==================== design 1
design_1/sizes.png
The bar under the picture is 20 um long.
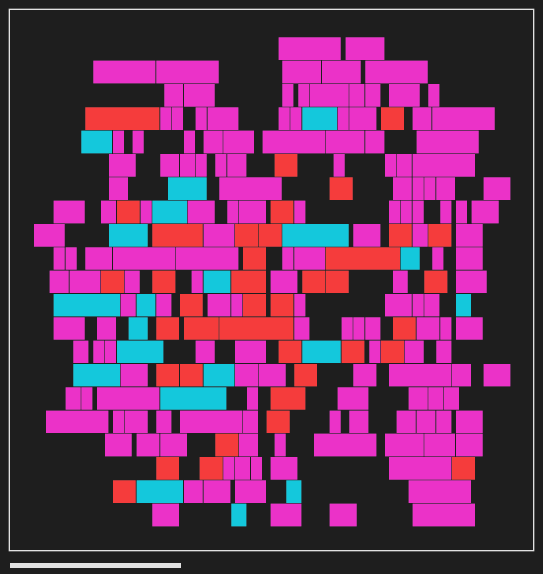

File: src/rtl/game_sequencer.sv
// Frame-based round controller for the paddle/ball game: attract, serve countdown,
// play, miss pause and game-over display, with lives and a saturating score.
module game_sequencer #(
    parameter int LIVES           = 3,
    parameter int SERVE_FRAMES    = 60,
    parameter int MISS_FRAMES     = 64,
    parameter int GAMEOVER_FRAMES = 128,
    parameter int SCORE_W         = 8
) (
    input  logic               pixel_clk,
    input  logic               rst,
    input  logic               fsync,
    input  logic               start,
    input  logic               hit,
    input  logic               miss,
    output logic               obj_rst,
    output logic               obj_freeze,
    output logic               paddle_rst,
    output logic               show_gameover,
    output logic [2:0]         lives,
    output logic [SCORE_W-1:0] score,
    output logic [2:0]         state
);

    typedef enum logic [2:0] {
        ATTRACT  = 3'd0,
        SERVE    = 3'd1,
        PLAY     = 3'd2,
        MISS     = 3'd3,
        GAMEOVER = 3'd4
    } state_t;

    localparam logic [7:0]         SERVE_LAST    = 8'(SERVE_FRAMES - 1);
    localparam logic [7:0]         MISS_LAST     = 8'(MISS_FRAMES - 1);
    localparam logic [7:0]         GAMEOVER_LAST = 8'(GAMEOVER_FRAMES - 1);
    localparam logic [SCORE_W-1:0] SCORE_MAX     = '1;
    localparam logic [SCORE_W-1:0] SCORE_ONE     = 1;

    state_t             state_reg;
    logic [7:0]         frame_cnt_reg;
    logic               armed_reg;
    logic [2:0]         lives_reg;
    logic [SCORE_W-1:0] score_reg;

    always_ff @(posedge pixel_clk) begin
        if (rst) begin
            state_reg     <= ATTRACT;
            frame_cnt_reg <= 8'd0;
            armed_reg     <= 1'b0;
            lives_reg     <= 3'(LIVES);
            score_reg     <= '0;
        end else begin
            case (state_reg)
                ATTRACT: begin
                    // A release must be seen before a press starts a game
                    if (armed_reg && start) begin
                        state_reg     <= SERVE;
                        frame_cnt_reg <= 8'd0;
                        lives_reg     <= 3'(LIVES);
                        score_reg     <= '0;
                    end else if (!start) begin
                        armed_reg <= 1'b1;
                    end
                end
                SERVE: begin
                    if (fsync) begin
                        if (frame_cnt_reg == SERVE_LAST) begin
                            state_reg     <= PLAY;
                            frame_cnt_reg <= 8'd0;
                        end else begin
                            frame_cnt_reg <= frame_cnt_reg + 8'd1;
                        end
                    end
                end
                PLAY: begin
                    if (hit && score_reg != SCORE_MAX)
                        score_reg <= score_reg + SCORE_ONE;
                    if (miss) begin
                        state_reg     <= MISS;
                        frame_cnt_reg <= 8'd0;
                    end
                end
                MISS: begin
                    if (fsync) begin
                        if (frame_cnt_reg == MISS_LAST) begin
                            frame_cnt_reg <= 8'd0;
                            lives_reg     <= lives_reg - 3'd1;
                            state_reg     <= (lives_reg == 3'd1) ? GAMEOVER : SERVE;
                        end else begin
                            frame_cnt_reg <= frame_cnt_reg + 8'd1;
                        end
                    end
                end
                GAMEOVER: begin
                    // Score and lives are left untouched so the overlay can show them
                    if (fsync) begin
                        if (frame_cnt_reg == GAMEOVER_LAST) begin
                            state_reg     <= ATTRACT;
                            frame_cnt_reg <= 8'd0;
                            armed_reg     <= 1'b0;
                        end else begin
                            frame_cnt_reg <= frame_cnt_reg + 8'd1;
                        end
                    end
                end
                default: begin
                    state_reg     <= ATTRACT;
                    frame_cnt_reg <= 8'd0;
                    armed_reg     <= 1'b0;
                end
            endcase
        end
    end

    always_comb begin
        obj_rst       = 1'b1;
        obj_freeze    = 1'b1;
        paddle_rst    = 1'b1;
        show_gameover = 1'b0;
        case (state_reg)
            SERVE: begin
                paddle_rst = 1'b0;
            end
            PLAY: begin
                obj_rst    = 1'b0;
                obj_freeze = 1'b0;
                paddle_rst = 1'b0;
            end
            MISS: begin
                obj_rst    = 1'b0;
                paddle_rst = 1'b0;
            end
            GAMEOVER: begin
                obj_rst       = 1'b0;
                paddle_rst    = 1'b0;
                show_gameover = 1'b1;
            end
            default: ;
        endcase
    end

    assign lives = lives_reg;
    assign score = score_reg;
    assign state = state_reg;

endmodule

File: config.mk
export PLATFORM = sky130hd
export DESIGN_NAME = game_sequencer
export DESIGN_NICKNAME = d
export VERILOG_FILES = /design/src/rtl/game_sequencer.sv
export SDC_FILE = /design/constraint.sdc
export NUM_CORES = 1
export LEC_CHECK = 0
export CAP_MARGIN = 40
export CORE_AREA = 2 2 59 61
export DETAILED_ROUTE_END_ITERATION = 8
export DIE_AREA = 0 0 61 63
export PLACE_DENSITY = 0.71
export SLEW_MARGIN = 20
export SYNTH_ARGS = -nofsm -noshare
export SYNTH_HDL_FRONTEND = slang
export SYNTH_SLANG_ARGS = --single-unit
File: constraint.sdc
create_clock -name pixel_clk -period 1.91 [get_ports pixel_clk]
set_input_delay 0.573 -clock pixel_clk [delete_from_list [all_inputs] [get_ports pixel_clk]]
set_output_delay 0.573 -clock pixel_clk [all_outputs]
set_load 0.02 [all_outputs]
==================== design 2
===== src/rtl/xc_pkg.sv =====
// Shared sizing helpers and FSM encodings for the XC lag correlator.
// Latency: none (compile-time functions and types only).
// Backpressure: not applicable.
package xc_pkg;

    // Ceiling log2, never less than 1 so it can size a vector.
    function automatic int clog2(input int value);
        int r;
        r = 0;
        for (int v = value - 1; v > 0; v = v >> 1) begin
            r++;
        end
        if (r < 1) begin
            r = 1;
        end
        return r;
    endfunction

    // Number of unordered channel pairs (a<b) when cross-correlation is built.
    function automatic int NUM_BASELINES(input int n, input int has_cross);
        return (has_cross != 0) ? (n * (n - 1)) / 2 : 0;
    endfunction

    // Cross lags run from -(lag-1) to +(lag-1).
    function automatic int CROSS_LAGS(input int lag);
        return 2 * lag - 1;
    endfunction

    // Total result words per snapshot: counts, autos, then cross bins.
    function automatic int WORDS(input int n, input int lag, input int has_cross);
        return n + n * lag + NUM_BASELINES(n, has_cross) * CROSS_LAGS(lag);
    endfunction

    // Position of baseline (a,b), a<b, in the order (0,1),(0,2)..(n-2,n-1).
    function automatic int idx(input int a, input int b, input int n);
        return a * n - (a * (a + 1)) / 2 + (b - a - 1);
    endfunction

    typedef enum logic {
        INT_IDLE      = 1'b0,
        INT_INTEGRATE = 1'b1
    } int_state_t;

    typedef enum logic {
        OUT_EMPTY  = 1'b0,
        OUT_STREAM = 1'b1
    } out_state_t;

endpackage


===== src/rtl/xc_sat_counter.sv =====
// Saturating accumulator bin with increment enable and synchronous clear.
// Latency: o_next is combinational; the register takes it on the next edge.
// Backpressure: none; holds at all-ones instead of wrapping.
module xc_sat_counter
    import xc_pkg::*;
#(
    parameter int RESOLUTION = 12
) (
    input  logic                  i_clk,
    input  logic                  i_rst_n,
    input  logic                  i_clr,
    input  logic                  i_inc,
    output logic [RESOLUTION-1:0] o_next
);

    localparam logic [RESOLUTION-1:0] MAX_VAL = '1;

    logic [RESOLUTION-1:0] r_acc;

    // o_next is the value including this cycle's increment, so a snapshot
    // taken on the same edge as the clear still sees the final sample.
    assign o_next = (i_inc && (r_acc != MAX_VAL)) ? r_acc + RESOLUTION'(1) : r_acc;

    // Accumulator register: clear wins over increment.
    always_ff @(posedge i_clk or negedge i_rst_n) begin
        if (!i_rst_n) begin
            r_acc <= '0;
        end else if (i_clr) begin
            r_acc <= '0;
        end else begin
            r_acc <= o_next;
        end
    end

endmodule


===== src/rtl/xc_lag_correlator.sv =====
// Lag correlator: per-channel counts, auto and baseline cross spectra over a window.
// Latency: out_valid rises the cycle after the terminal window cycle, word 0 first.
// Backpressure: out_data/out_valid hold while out_ready=0; a window ending mid-stream is dropped and flags overrun.
module xc_lag_correlator
    import xc_pkg::*;
#(
    parameter  int NUM_INPUTS = 2,
    parameter  int LAG        = 4,
    parameter  int DELAY_SIZE = 8,
    parameter  int RESOLUTION = 12,
    parameter  int HAS_CROSS  = 1,
    parameter  int INT_WIDTH  = 24,
    localparam int DW         = clog2(DELAY_SIZE)
) (
    input  logic                     clk,
    input  logic                     reset_n,
    input  logic                     enable,
    input  logic [NUM_INPUTS-1:0]    sample_in,
    input  logic [NUM_INPUTS*DW-1:0] delay_cfg,
    input  logic [INT_WIDTH-1:0]     int_len,
    input  logic                     start,
    input  logic                     stop,
    output logic [RESOLUTION-1:0]    out_data,
    output logic                     out_valid,
    input  logic                     out_ready,
    output logic                     out_last,
    output logic                     busy,
    output logic                     overrun
);

    localparam int CL         = CROSS_LAGS(LAG);
    localparam int W          = WORDS(NUM_INPUTS, LAG, HAS_CROSS);
    localparam int PW         = clog2(W);
    // Registered history excludes the live sample and the never-read top tap.
    localparam int HL         = DELAY_SIZE + LAG - 2;
    localparam int AUTO_BASE  = NUM_INPUTS;
    localparam int CROSS_BASE = NUM_INPUTS + NUM_INPUTS * LAG;

    localparam logic [PW-1:0]        LAST_PTR = PW'(W - 1);
    localparam logic [INT_WIDTH-1:0] WIN_ONE  = INT_WIDTH'(1);

    int_state_t r_int_state, w_int_next;
    out_state_t r_out_state, w_out_next;

    logic [INT_WIDTH-1:0]  r_win;
    logic [INT_WIDTH-1:0]  r_len;
    logic [DW-1:0]         r_delay [NUM_INPUTS];
    logic [HL-1:0]         r_hist  [NUM_INPUTS];
    logic [HL:0]           w_h     [NUM_INPUTS];
    logic [LAG-1:0]        w_dly   [NUM_INPUTS];
    logic [W-1:0]          w_inc;
    logic [RESOLUTION-1:0] w_next  [W];
    logic [RESOLUTION-1:0] r_snap  [W];
    logic [PW-1:0]         r_ptr;
    logic                  r_overrun;

    logic w_acc_en, w_term, w_clr;
    logic w_accept, w_last_acc, w_load, w_ovr_set;

    function automatic logic [DW-1:0] clamp_delay(input logic [DW-1:0] d);
        if (int'(d) > DELAY_SIZE - 1) begin
            return DW'(DELAY_SIZE - 1);
        end
        return d;
    endfunction

    // A sample counts only when integrating, qualified, and not pre-empted by start/stop.
    assign w_acc_en = (r_int_state == INT_INTEGRATE) && enable && !start && !stop;
    assign w_term   = w_acc_en && (r_win == r_len);
    assign w_clr    = start || w_term;

    // Integration FSM state register.
    always_ff @(posedge clk or negedge reset_n) begin
        if (!reset_n) begin
            r_int_state <= INT_IDLE;
        end else begin
            r_int_state <= w_int_next;
        end
    end

    // Integration FSM next state: start (re)enters INTEGRATE, stop leaves it.
    always_comb begin
        w_int_next = r_int_state;
        case (r_int_state)
            INT_IDLE: begin
                if (start) begin
                    w_int_next = INT_INTEGRATE;
                end
            end
            INT_INTEGRATE: begin
                if (!start && stop) begin
                    w_int_next = INT_IDLE;
                end
            end
            default: w_int_next = INT_IDLE;
        endcase
    end

    // Window counter, latched configuration and history shift registers.
    always_ff @(posedge clk or negedge reset_n) begin
        if (!reset_n) begin
            r_win <= '0;
            r_len <= '0;
            for (int n = 0; n < NUM_INPUTS; n++) begin
                r_delay[n] <= '0;
                r_hist[n]  <= '0;
            end
        end else if (start) begin
            r_win <= WIN_ONE;
            r_len <= (int_len == '0) ? WIN_ONE : int_len;
            for (int n = 0; n < NUM_INPUTS; n++) begin
                r_delay[n] <= clamp_delay(delay_cfg[n*DW +: DW]);
                r_hist[n]  <= '0;
            end
        end else if (w_acc_en) begin
            r_win <= w_term ? WIN_ONE : r_win + WIN_ONE;
            for (int n = 0; n < NUM_INPUTS; n++) begin
                r_hist[n] <= w_h[n][HL-1:0];
            end
        end
    end

    // Per-channel taps: w_h[n][j] is the sample j enabled cycles ago, and
    // w_dly[n][i] the same history viewed through the channel delay.
    for (genvar n = 0; n < NUM_INPUTS; n++) begin : g_chan
        assign w_h[n]   = {r_hist[n], sample_in[n]};
        assign w_dly[n] = LAG'(w_h[n] >> r_delay[n]);
        assign w_inc[n] = sample_in[n];
        for (genvar l = 0; l < LAG; l++) begin : g_auto
            assign w_inc[AUTO_BASE + n*LAG + l] = w_dly[n][0] & w_dly[n][l];
        end
    end

    // Cross bins: negative lag delays channel a, positive lag delays channel b.
    if (HAS_CROSS != 0) begin : g_cross
        for (genvar a = 0; a < NUM_INPUTS; a++) begin : g_a
            for (genvar b = a + 1; b < NUM_INPUTS; b++) begin : g_b
                for (genvar ki = 0; ki < CL; ki++) begin : g_k
                    localparam int K  = ki - (LAG - 1);
                    localparam int IA = (K < 0) ? -K : 0;
                    localparam int IB = (K > 0) ? K : 0;
                    localparam int WI = CROSS_BASE + idx(a, b, NUM_INPUTS) * CL + ki;
                    assign w_inc[WI] = w_dly[a][IA] & w_dly[b][IB];
                end
            end
        end
    end

    // One accumulator per result word, in output order.
    for (genvar i = 0; i < W; i++) begin : g_bin
        xc_sat_counter #(
            .RESOLUTION (RESOLUTION)
        ) u_bin (
            .i_clk   (clk),
            .i_rst_n (reset_n),
            .i_clr   (w_clr),
            .i_inc   (w_acc_en & w_inc[i]),
            .o_next  (w_next[i])
        );
    end

    assign w_accept   = (r_out_state == OUT_STREAM) && out_ready;
    assign w_last_acc = w_accept && (r_ptr == LAST_PTR);

    // Output FSM state register.
    always_ff @(posedge clk or negedge reset_n) begin
        if (!reset_n) begin
            r_out_state <= OUT_EMPTY;
        end else begin
            r_out_state <= w_out_next;
        end
    end

    // Output FSM next state: load on terminal when free, otherwise flag the drop.
    always_comb begin
        w_out_next = r_out_state;
        w_load     = 1'b0;
        w_ovr_set  = 1'b0;
        case (r_out_state)
            OUT_EMPTY: begin
                if (w_term) begin
                    w_load     = 1'b1;
                    w_out_next = OUT_STREAM;
                end
            end
            OUT_STREAM: begin
                if (w_last_acc) begin
                    if (w_term) begin
                        w_load = 1'b1;
                    end else begin
                        w_out_next = OUT_EMPTY;
                    end
                end else if (w_term) begin
                    w_ovr_set = 1'b1;
                end
            end
            default: w_out_next = OUT_EMPTY;
        endcase
    end

    // Snapshot buffer and read pointer.
    always_ff @(posedge clk or negedge reset_n) begin
        if (!reset_n) begin
            r_ptr <= '0;
            for (int i = 0; i < W; i++) begin
                r_snap[i] <= '0;
            end
        end else if (w_load) begin
            r_ptr <= '0;
            for (int i = 0; i < W; i++) begin
                r_snap[i] <= w_next[i];
            end
        end else if (w_last_acc) begin
            r_ptr <= '0;
        end else if (w_accept) begin
            r_ptr <= r_ptr + PW'(1);
        end
    end

    // Sticky overrun, cleared by a restart.
    always_ff @(posedge clk or negedge reset_n) begin
        if (!reset_n) begin
            r_overrun <= 1'b0;
        end else if (start) begin
            r_overrun <= 1'b0;
        end else if (w_ovr_set) begin
            r_overrun <= 1'b1;
        end
    end

    assign out_valid = (r_out_state == OUT_STREAM);
    assign out_last  = out_valid && (r_ptr == LAST_PTR);
    assign out_data  = r_snap[r_ptr];
    assign busy      = (r_int_state != INT_IDLE);
    assign overrun   = r_overrun;

endmodule


===== config.mk =====
export PLATFORM = sky130hd
export DESIGN_NAME = xc_lag_correlator
export DESIGN_NICKNAME = d
export VERILOG_FILES = /design/src/rtl/xc_pkg.sv /design/src/rtl/xc_sat_counter.sv /design/src/rtl/xc_lag_correlator.sv
export SDC_FILE = /design/constraint.sdc
export NUM_CORES = 1
export LEC_CHECK = 0
export CAP_MARGIN = 20
export CORE_ASPECT_RATIO = 0.5
export CORE_MARGIN = 2
export CORE_UTILIZATION = 60
export DETAILED_ROUTE_END_ITERATION = 7
export PLACE_DENSITY = 0.76
export REMOVE_ABC_BUFFERS = 1
export SLEW_MARGIN = 20
export SYNTH_ARGS = -nofsm -noshare
export SYNTH_HDL_FRONTEND = slang
export SYNTH_HIERARCHICAL = 1
export SYNTH_SLANG_ARGS = --single-unit

===== constraint.sdc =====
create_clock -name clk -period 3.7 [get_ports clk]
set_input_delay 0.37 -clock clk [delete_from_list [all_inputs] [get_ports clk]]
set_output_delay 0.37 -clock clk [all_outputs]
set_load 0.01 [all_outputs]

==================== design 3
<file path="src/rtl/gt_scan_sequencer.sv">
// Unsigned magnitude compare (GT/LT/MAX/MIN) that scans operands MSB nibble first through an external 4-bit slice.
// Latency is 1..NIB cycles after accept, depending on the first differing nibble; the result holds until out_ready.
module gt_scan_sequencer #(
   parameter int WIDTH = 32
) (
   input  logic             clk,
   input  logic             rst,
   input  logic             in_valid,
   output logic             in_ready,
   input  logic [WIDTH-1:0] a,
   input  logic [WIDTH-1:0] b,
   input  logic [1:0]       op,
   output logic [3:0]       nib_a,
   output logic [3:0]       nib_b,
   input  logic             gt_in,
   output logic             out_valid,
   input  logic             out_ready,
   output logic             gt_flag,
   output logic             lt_flag,
   output logic             eq_flag,
   output logic [WIDTH-1:0] result
);

   localparam int NIB = WIDTH / 4;
   localparam int IW  = (NIB > 1) ? $clog2(NIB) : 1;

   typedef enum logic [1:0] {IDLE, SCAN, DONE} state_t;

   state_t           state_q, state_d;
   logic [WIDTH-1:0] a_q, a_d, b_q, b_d;
   logic [1:0]       op_q, op_d;
   logic [IW-1:0]    idx_q, idx_d;
   logic             gt_q, gt_d, lt_q, lt_d, eq_q, eq_d;
   logic [WIDTH-1:0] res_q, res_d;
   logic [3:0]       cur_a, cur_b;

   assign cur_a = 4'(a_q >> {idx_q, 2'b00});
   assign cur_b = 4'(b_q >> {idx_q, 2'b00});

   // MAX/MIN fall through to A when neither flag is set, i.e. for equal operands.
   function automatic logic [WIDTH-1:0] pick(input logic [1:0] o, input logic g, input logic l,
                                             input logic [WIDTH-1:0] x, input logic [WIDTH-1:0] y);
      logic [WIDTH-1:0] r;
      case (o)
         2'b00:   r = {{(WIDTH-1){1'b0}}, g};
         2'b01:   r = {{(WIDTH-1){1'b0}}, l};
         2'b10:   r = (g || !l) ? x : y;
         default: r = (l || !g) ? x : y;
      endcase
      return r;
   endfunction

   always_comb begin
      state_d = state_q;
      a_d     = a_q;
      b_d     = b_q;
      op_d    = op_q;
      idx_d   = idx_q;
      gt_d    = gt_q;
      lt_d    = lt_q;
      eq_d    = eq_q;
      res_d   = res_q;
      case (state_q)
         IDLE: begin
            if (in_valid) begin
               a_d     = a;
               b_d     = b;
               op_d    = op;
               idx_d   = IW'(NIB - 1);
               state_d = SCAN;
            end
         end
         SCAN: begin
            if (cur_a != cur_b) begin
               gt_d    = gt_in;
               lt_d    = ~gt_in;
               eq_d    = 1'b0;
               res_d   = pick(op_q, gt_in, ~gt_in, a_q, b_q);
               state_d = DONE;
            end else if (idx_q == '0) begin
               gt_d    = 1'b0;
               lt_d    = 1'b0;
               eq_d    = 1'b1;
               res_d   = pick(op_q, 1'b0, 1'b0, a_q, b_q);
               state_d = DONE;
            end else begin
               idx_d = idx_q - 1'b1;
            end
         end
         DONE: begin
            if (out_ready) state_d = IDLE;
         end
         default: state_d = IDLE;
      endcase
   end

   always_ff @(posedge clk) begin
      if (rst) begin
         state_q <= IDLE;
         a_q     <= '0;
         b_q     <= '0;
         op_q    <= '0;
         idx_q   <= IW'(NIB - 1);
         gt_q    <= 1'b0;
         lt_q    <= 1'b0;
         eq_q    <= 1'b0;
         res_q   <= '0;
      end else begin
         state_q <= state_d;
         a_q     <= a_d;
         b_q     <= b_d;
         op_q    <= op_d;
         idx_q   <= idx_d;
         gt_q    <= gt_d;
         lt_q    <= lt_d;
         eq_q    <= eq_d;
         res_q   <= res_d;
      end
   end

   assign in_ready  = (state_q == IDLE);
   assign out_valid = (state_q == DONE);
   assign nib_a     = (state_q == SCAN) ? cur_a : 4'h0;
   assign nib_b     = (state_q == SCAN) ? cur_b : 4'h0;
   assign gt_flag   = gt_q;
   assign lt_flag   = lt_q;
   assign eq_flag   = eq_q;
   assign result    = res_q;

endmodule

</file>
<file path="config.mk">
export PLATFORM = sky130hd
export DESIGN_NAME = gt_scan_sequencer
export DESIGN_NICKNAME = d
export VERILOG_FILES = /design/src/rtl/gt_scan_sequencer.sv
export SDC_FILE = /design/constraint.sdc
export NUM_CORES = 1
export LEC_CHECK = 0
export CAP_MARGIN = 10
export CORE_UTILIZATION = 40
export CTS_CLUSTER_DIAMETER = 30
export DETAILED_ROUTE_END_ITERATION = 6
export PLACE_DENSITY = 0.67
export SETUP_SLACK_MARGIN = 0.5
export SYNTH_ARGS = -nofsm -noshare
export SYNTH_HDL_FRONTEND = slang
export SYNTH_SLANG_ARGS = --single-unit
</file>
<file path="constraint.sdc">
create_clock -name clk -period 3.1 [get_ports clk]
set_input_delay 0.93 -clock clk [delete_from_list [all_inputs] [get_ports clk]]
set_output_delay 0.93 -clock clk [all_outputs]
set_load 0.1 [all_outputs]
</file>
design_1/layer_met2.png
Cells faint in the background.
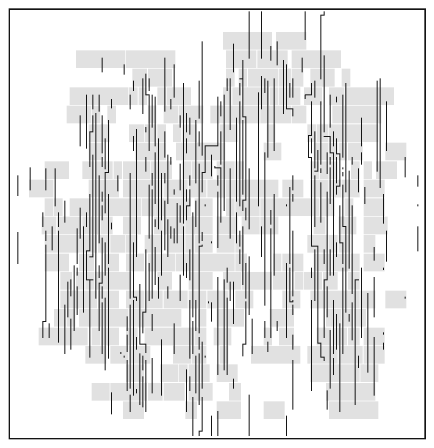
main direction: vertical
nets with wire on the layer: 199
longest straight run: 27.2 um

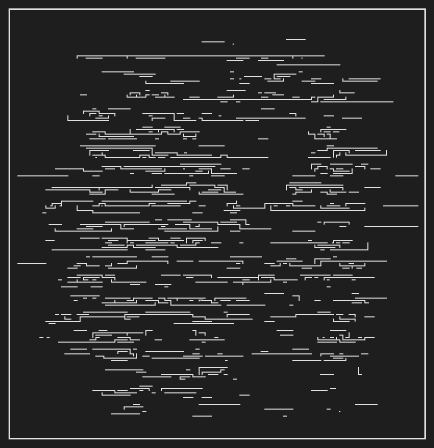
design_1/layer_met1.png
longest straight run: 36.3 um
main direction: horizontal
wire length on this layer: 1500 um
nets with wire on the layer: 212
share of all routed wire: 42%
routed vias: 1432
total routed wirelength: 3.54 mm
global-route met1 utilization: 24.7%

About design_1/sizes.png:
| size | colour | cells | share |
|---|---|---|---|
| _3 and _4 cells | red | 39 | 18% |
| _0 and _1 cells | magenta | 160 | 73% |
| _2 cells | cyan | 20 | 9.1% |
Final WS setup: 0.0704 ns
final design area excluding fillers: 1930 um^2
Buffers excl. clock: 52
area growth from synthesis to layout: 34.3%

==> impl_metrics.json, design 1 <==
{
  "status": "complete, no violations",
  "clkPwrFrac_pct": 14.8,
  "synth_top_cell_by_area": "dfxtp_1",
  "final.period_utilization_pct": 96.3,
  "pwr-share-comb_pct": 49.5,
  "p_int_w": 0.000948,
  "log.warning_count": 28,
  "gp_congestion": 0.915,
  "max_slew_margin_pct": 75.5,
  "dominant_power_group": "combinational logic",
  "sh_seq_area_pct": 24.2,
  "critPathKind": "register to output pin",
  "floorplan.initialDensity_pct": 44.5,
  "postPlaceCellArea_um2": 1900,
  "multi_input_comb_area_um2": 920,
  "hold_path_depth": 2,
  "chip_area_um2": 3840,
  "crit_path_cell_trace": "buf_4 -> clkdlybuf4s15_1",
  "grt_antenna_before_repair": 0,
  "io_buffers": 23,
  "cellLeakagePower_nw": 0.825,
  "vias_per_cell": 5.40,
  "hold_end": "frame_cnt_reg[1]",
  "synth.yosys.num_cells": 168,
  "combAreaFraction_pct": 47.6,
  "totalPowerFinal_w": 0.00150,
  "crit_path_start_kind": "register",
  "cts_htree_levels": 1,
  "layout_top_cell": "buf_4",
  "switching_share_pct": 36.6,
  "seq_power_share_pct": 35.7,
  "post_route_core_utilization_pct": 59.8,
  "holdWs_ns": 0.481,
  "die_w_um": 61,
  "setup.worst_path.start": "state[2]"
}
[design 1: cell families (layout without fill, tap and decap cells)]
| kind of cell | Yosys count | count (layout) | synth area share, % |
|---|---|---|---|
| and+or+nand+nor | 84 | 84 | 35.7 |
| DFF | 23 | 23 | 32.0 |
| buffers and inverters | 14 | 65 | 5.30 |
| xor gates and xnor gates | 3 | 3 | 1.83 |
| adders and majority gates | 4 | 4 | 3.48 |
| muxes | 9 | 9 | 6.35 |
| AOI/OAI and AO/OA | 31 | 31 | 15.4 |
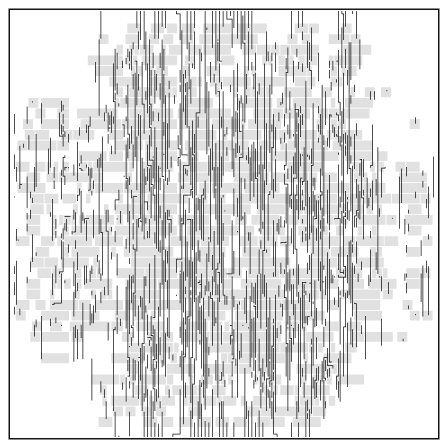
design_3/layer_met2.png
Cells faint in the background.
nets with wire on the layer: 565
main direction: vertical
wire length on this layer: 6190 um
longest straight run: 43.9 um
share of all routed wire: 47%

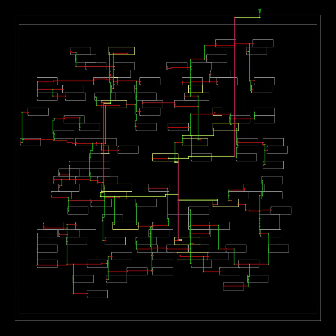
design_3/clocks.png
number of buffers inserted during clock tree synthesis: 9
FF+latch count: 106

==> impl_metrics.json, design 3 <==
{
  "cellLeakagePower_nw": 2.62,
  "power_in_the_clock_group_w": 0.00122,
  "postSynthRegisterBits": 106,
  "global_route_wire_length_before_repair_mm": 20.6,
  "synth_top_cell_by_area": "dfxtp_1",
  "grt_use_met3_pct": 3.85,
  "log.warning_count": 30,
  "path_clk_slew_ns": 0.07,
  "top_cells_by_count": "133 x nand2_1, 106 x dfxtp_1, 71 x a21oi_1",
  "pre_cts_slack_ns": 0.326,
  "grt_pass1_vias": 3950,
  "synthArstFlopShare_pct": 0,
  "cts_tree": "built",
  "max_slew_margin_pct": 45.3,
  "pwr-share-comb_pct": 25.5,
  "antenna_violating_nets_post_route": 0,
  "post_synth_num_cell_types": 35,
  "drt_iter0_drc": 235,
  "status": "complete, no violations",
  "hold_path_depth": 1,
  "cp-end-kind": "output pin",
  "r2r-end": "result[26]",
  "cts_resized": 11,
  "crit_path_top_delay_cell": "mux4_2",
  "peakVddDrop_uv": 255,
  "top_area_share_pct": 46.0
}
==> design 3: final cells by class <==
cell class              instances  area, um^2
clock inverters                 4        76.3
clock buffers                  11         243
multi-input cells             342        2360
inverters                       3        11.3
flip-flops and latches        106        2130
repair buffers                141        1460
fillers                       968        4570
well taps                     140         175
==> design 3: cell families after synthesis <==
kind of cell	Yosys count	synth area share, %
adders and majority gates	2	0.542
DFF	106	46.0
AOI/OAI and AO/OA	111	15.2
xor gates and xnor gates	5	0.948
buffers and inverters	44	4.77
muxes	56	17.7
and+or+nand+nor	168	14.9
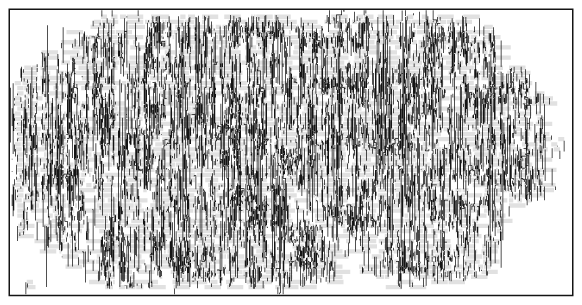
design_2/layer_met2.png
Cells faint in the background.
wire length on this layer: 27.6 mm
nets with wire on the layer: 2132
longest straight run: 76.2 um
share of all routed wire: 46%
main direction: vertical
total routed wirelength: 60.0 mm
met2 Resource Use GR: 41.6%
routed vias: 18000

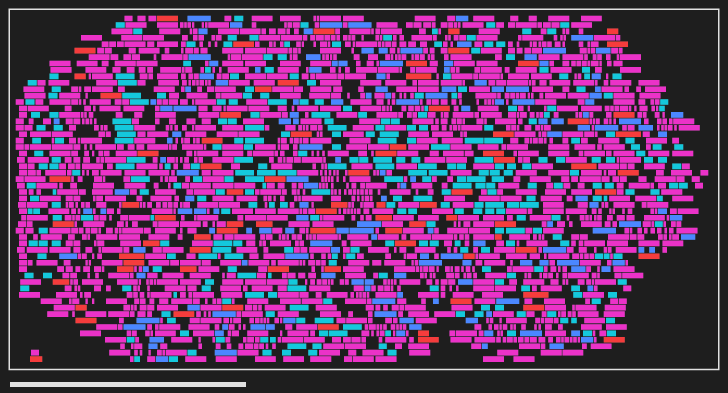
design_2/sizes.png
The bar under the picture is 100 um long.
| size | colour | cells | share |
|---|---|---|---|
| _0 and _1 cells | magenta | 1732 | 76% |
| _2 cells | cyan | 318 | 14% |
| _3 and _4 cells | blue | 161 | 7.0% |
| _6 and larger | red | 80 | 3.5% |
Buffers excl. clock: 106
final design area excluding fillers: 29200 um^2

==> impl_metrics.json, design 2 <==
{
  "worstSkewPairLatency_ns": 0.57,
  "postSynthRegisterBits": 490,
  "hold_violations": 0,
  "post-route-drc-count": 0,
  "synth_warnings": 6,
  "top_cells_by_count": "490 x dfrtp_1, 215 x mux2_2, 202 x nor2_1",
  "gp_congestion": 0.892,
  "crit_path_start_kind": "register",
  "met1_length_mm": 26.8,
  "taps": 588,
  "largest_registers": "g_bin.u_bin/r_acc: 204 flops, r_snap: 204 flops",
  "avgSynthCellArea_um2": 11.9,
  "path_max_fanout": 12,
  "layout-drive-gt1-share_pct": 24.4,
  "setup_viol": 0,
  "synthesis.area_um2": 26200,
  "synth.yosys.num_cells": 2197,
  "peakVddDrop_uv": 278,
  "synth_top_cell_by_area": "dfrtp_1",
  "critPathArrivalTime_ns": 3.28,
  "detailroute.wirelength.met3_mm": 3.91,
  "power.net_switching_w": 0.00235,
  "logic_inverters": 45,
  "synth_xor_xnor_area_share_pct": 3.17,
  "comb-power_w": 0.000379,
  "yosysMostFrequentCell": "dfrtp_1",
  "status": "complete, no violations",
  "p_seq_w": 0.00545,
  "final_cell_count_no_fill": 2880,
  "placed_cells": 2794
}
-- design 2: final timing paths --
kind / start / to / slack, ns / cells after the start
max in group asynchronous: reset_n / g_bin[3].u_bin/r_acc[6] / 2.35 / 3
hold reg to reg: r_snap[16] / r_snap[16] / 0.49 / 1
min in group clk: delay_cfg[2] / r_delay[5] / 0.42 / 2
setup reg to reg: r_delay[2] / r_snap[58] / 0.32 / 9
setup / recovery: r_ptr[0] / out_data[6] / 0.05 / 8
hold / removal: reset_n / r_win[9] / 0.36 / 2


## Gallery

Routed metal, one colour a layer.
Only two layers are drawn.
(a)
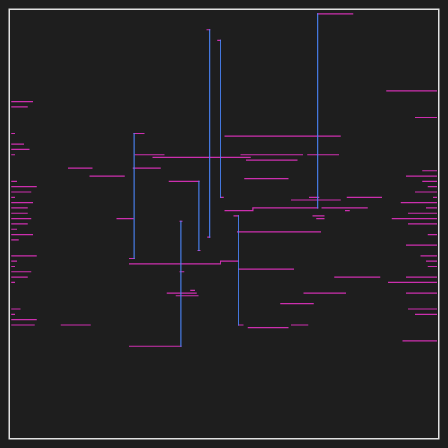
(b)
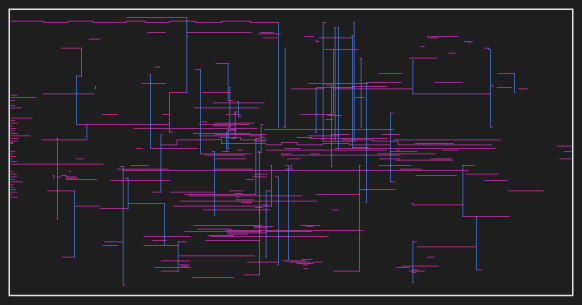
(c)
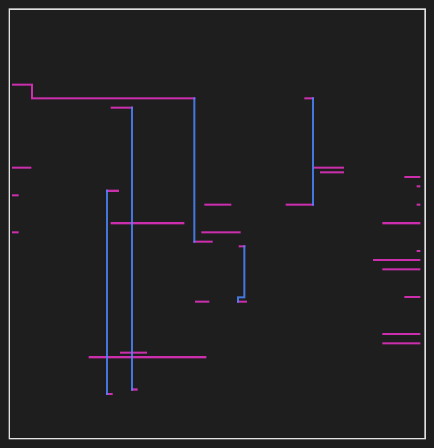
Design 3 is (a).
Design 1 is (c).
Design 2 is (b).
The one with the most wire is (b).
The one with the least wire is (c).

Power figures rest on the tool's default switching activity, not on a simulated workload.
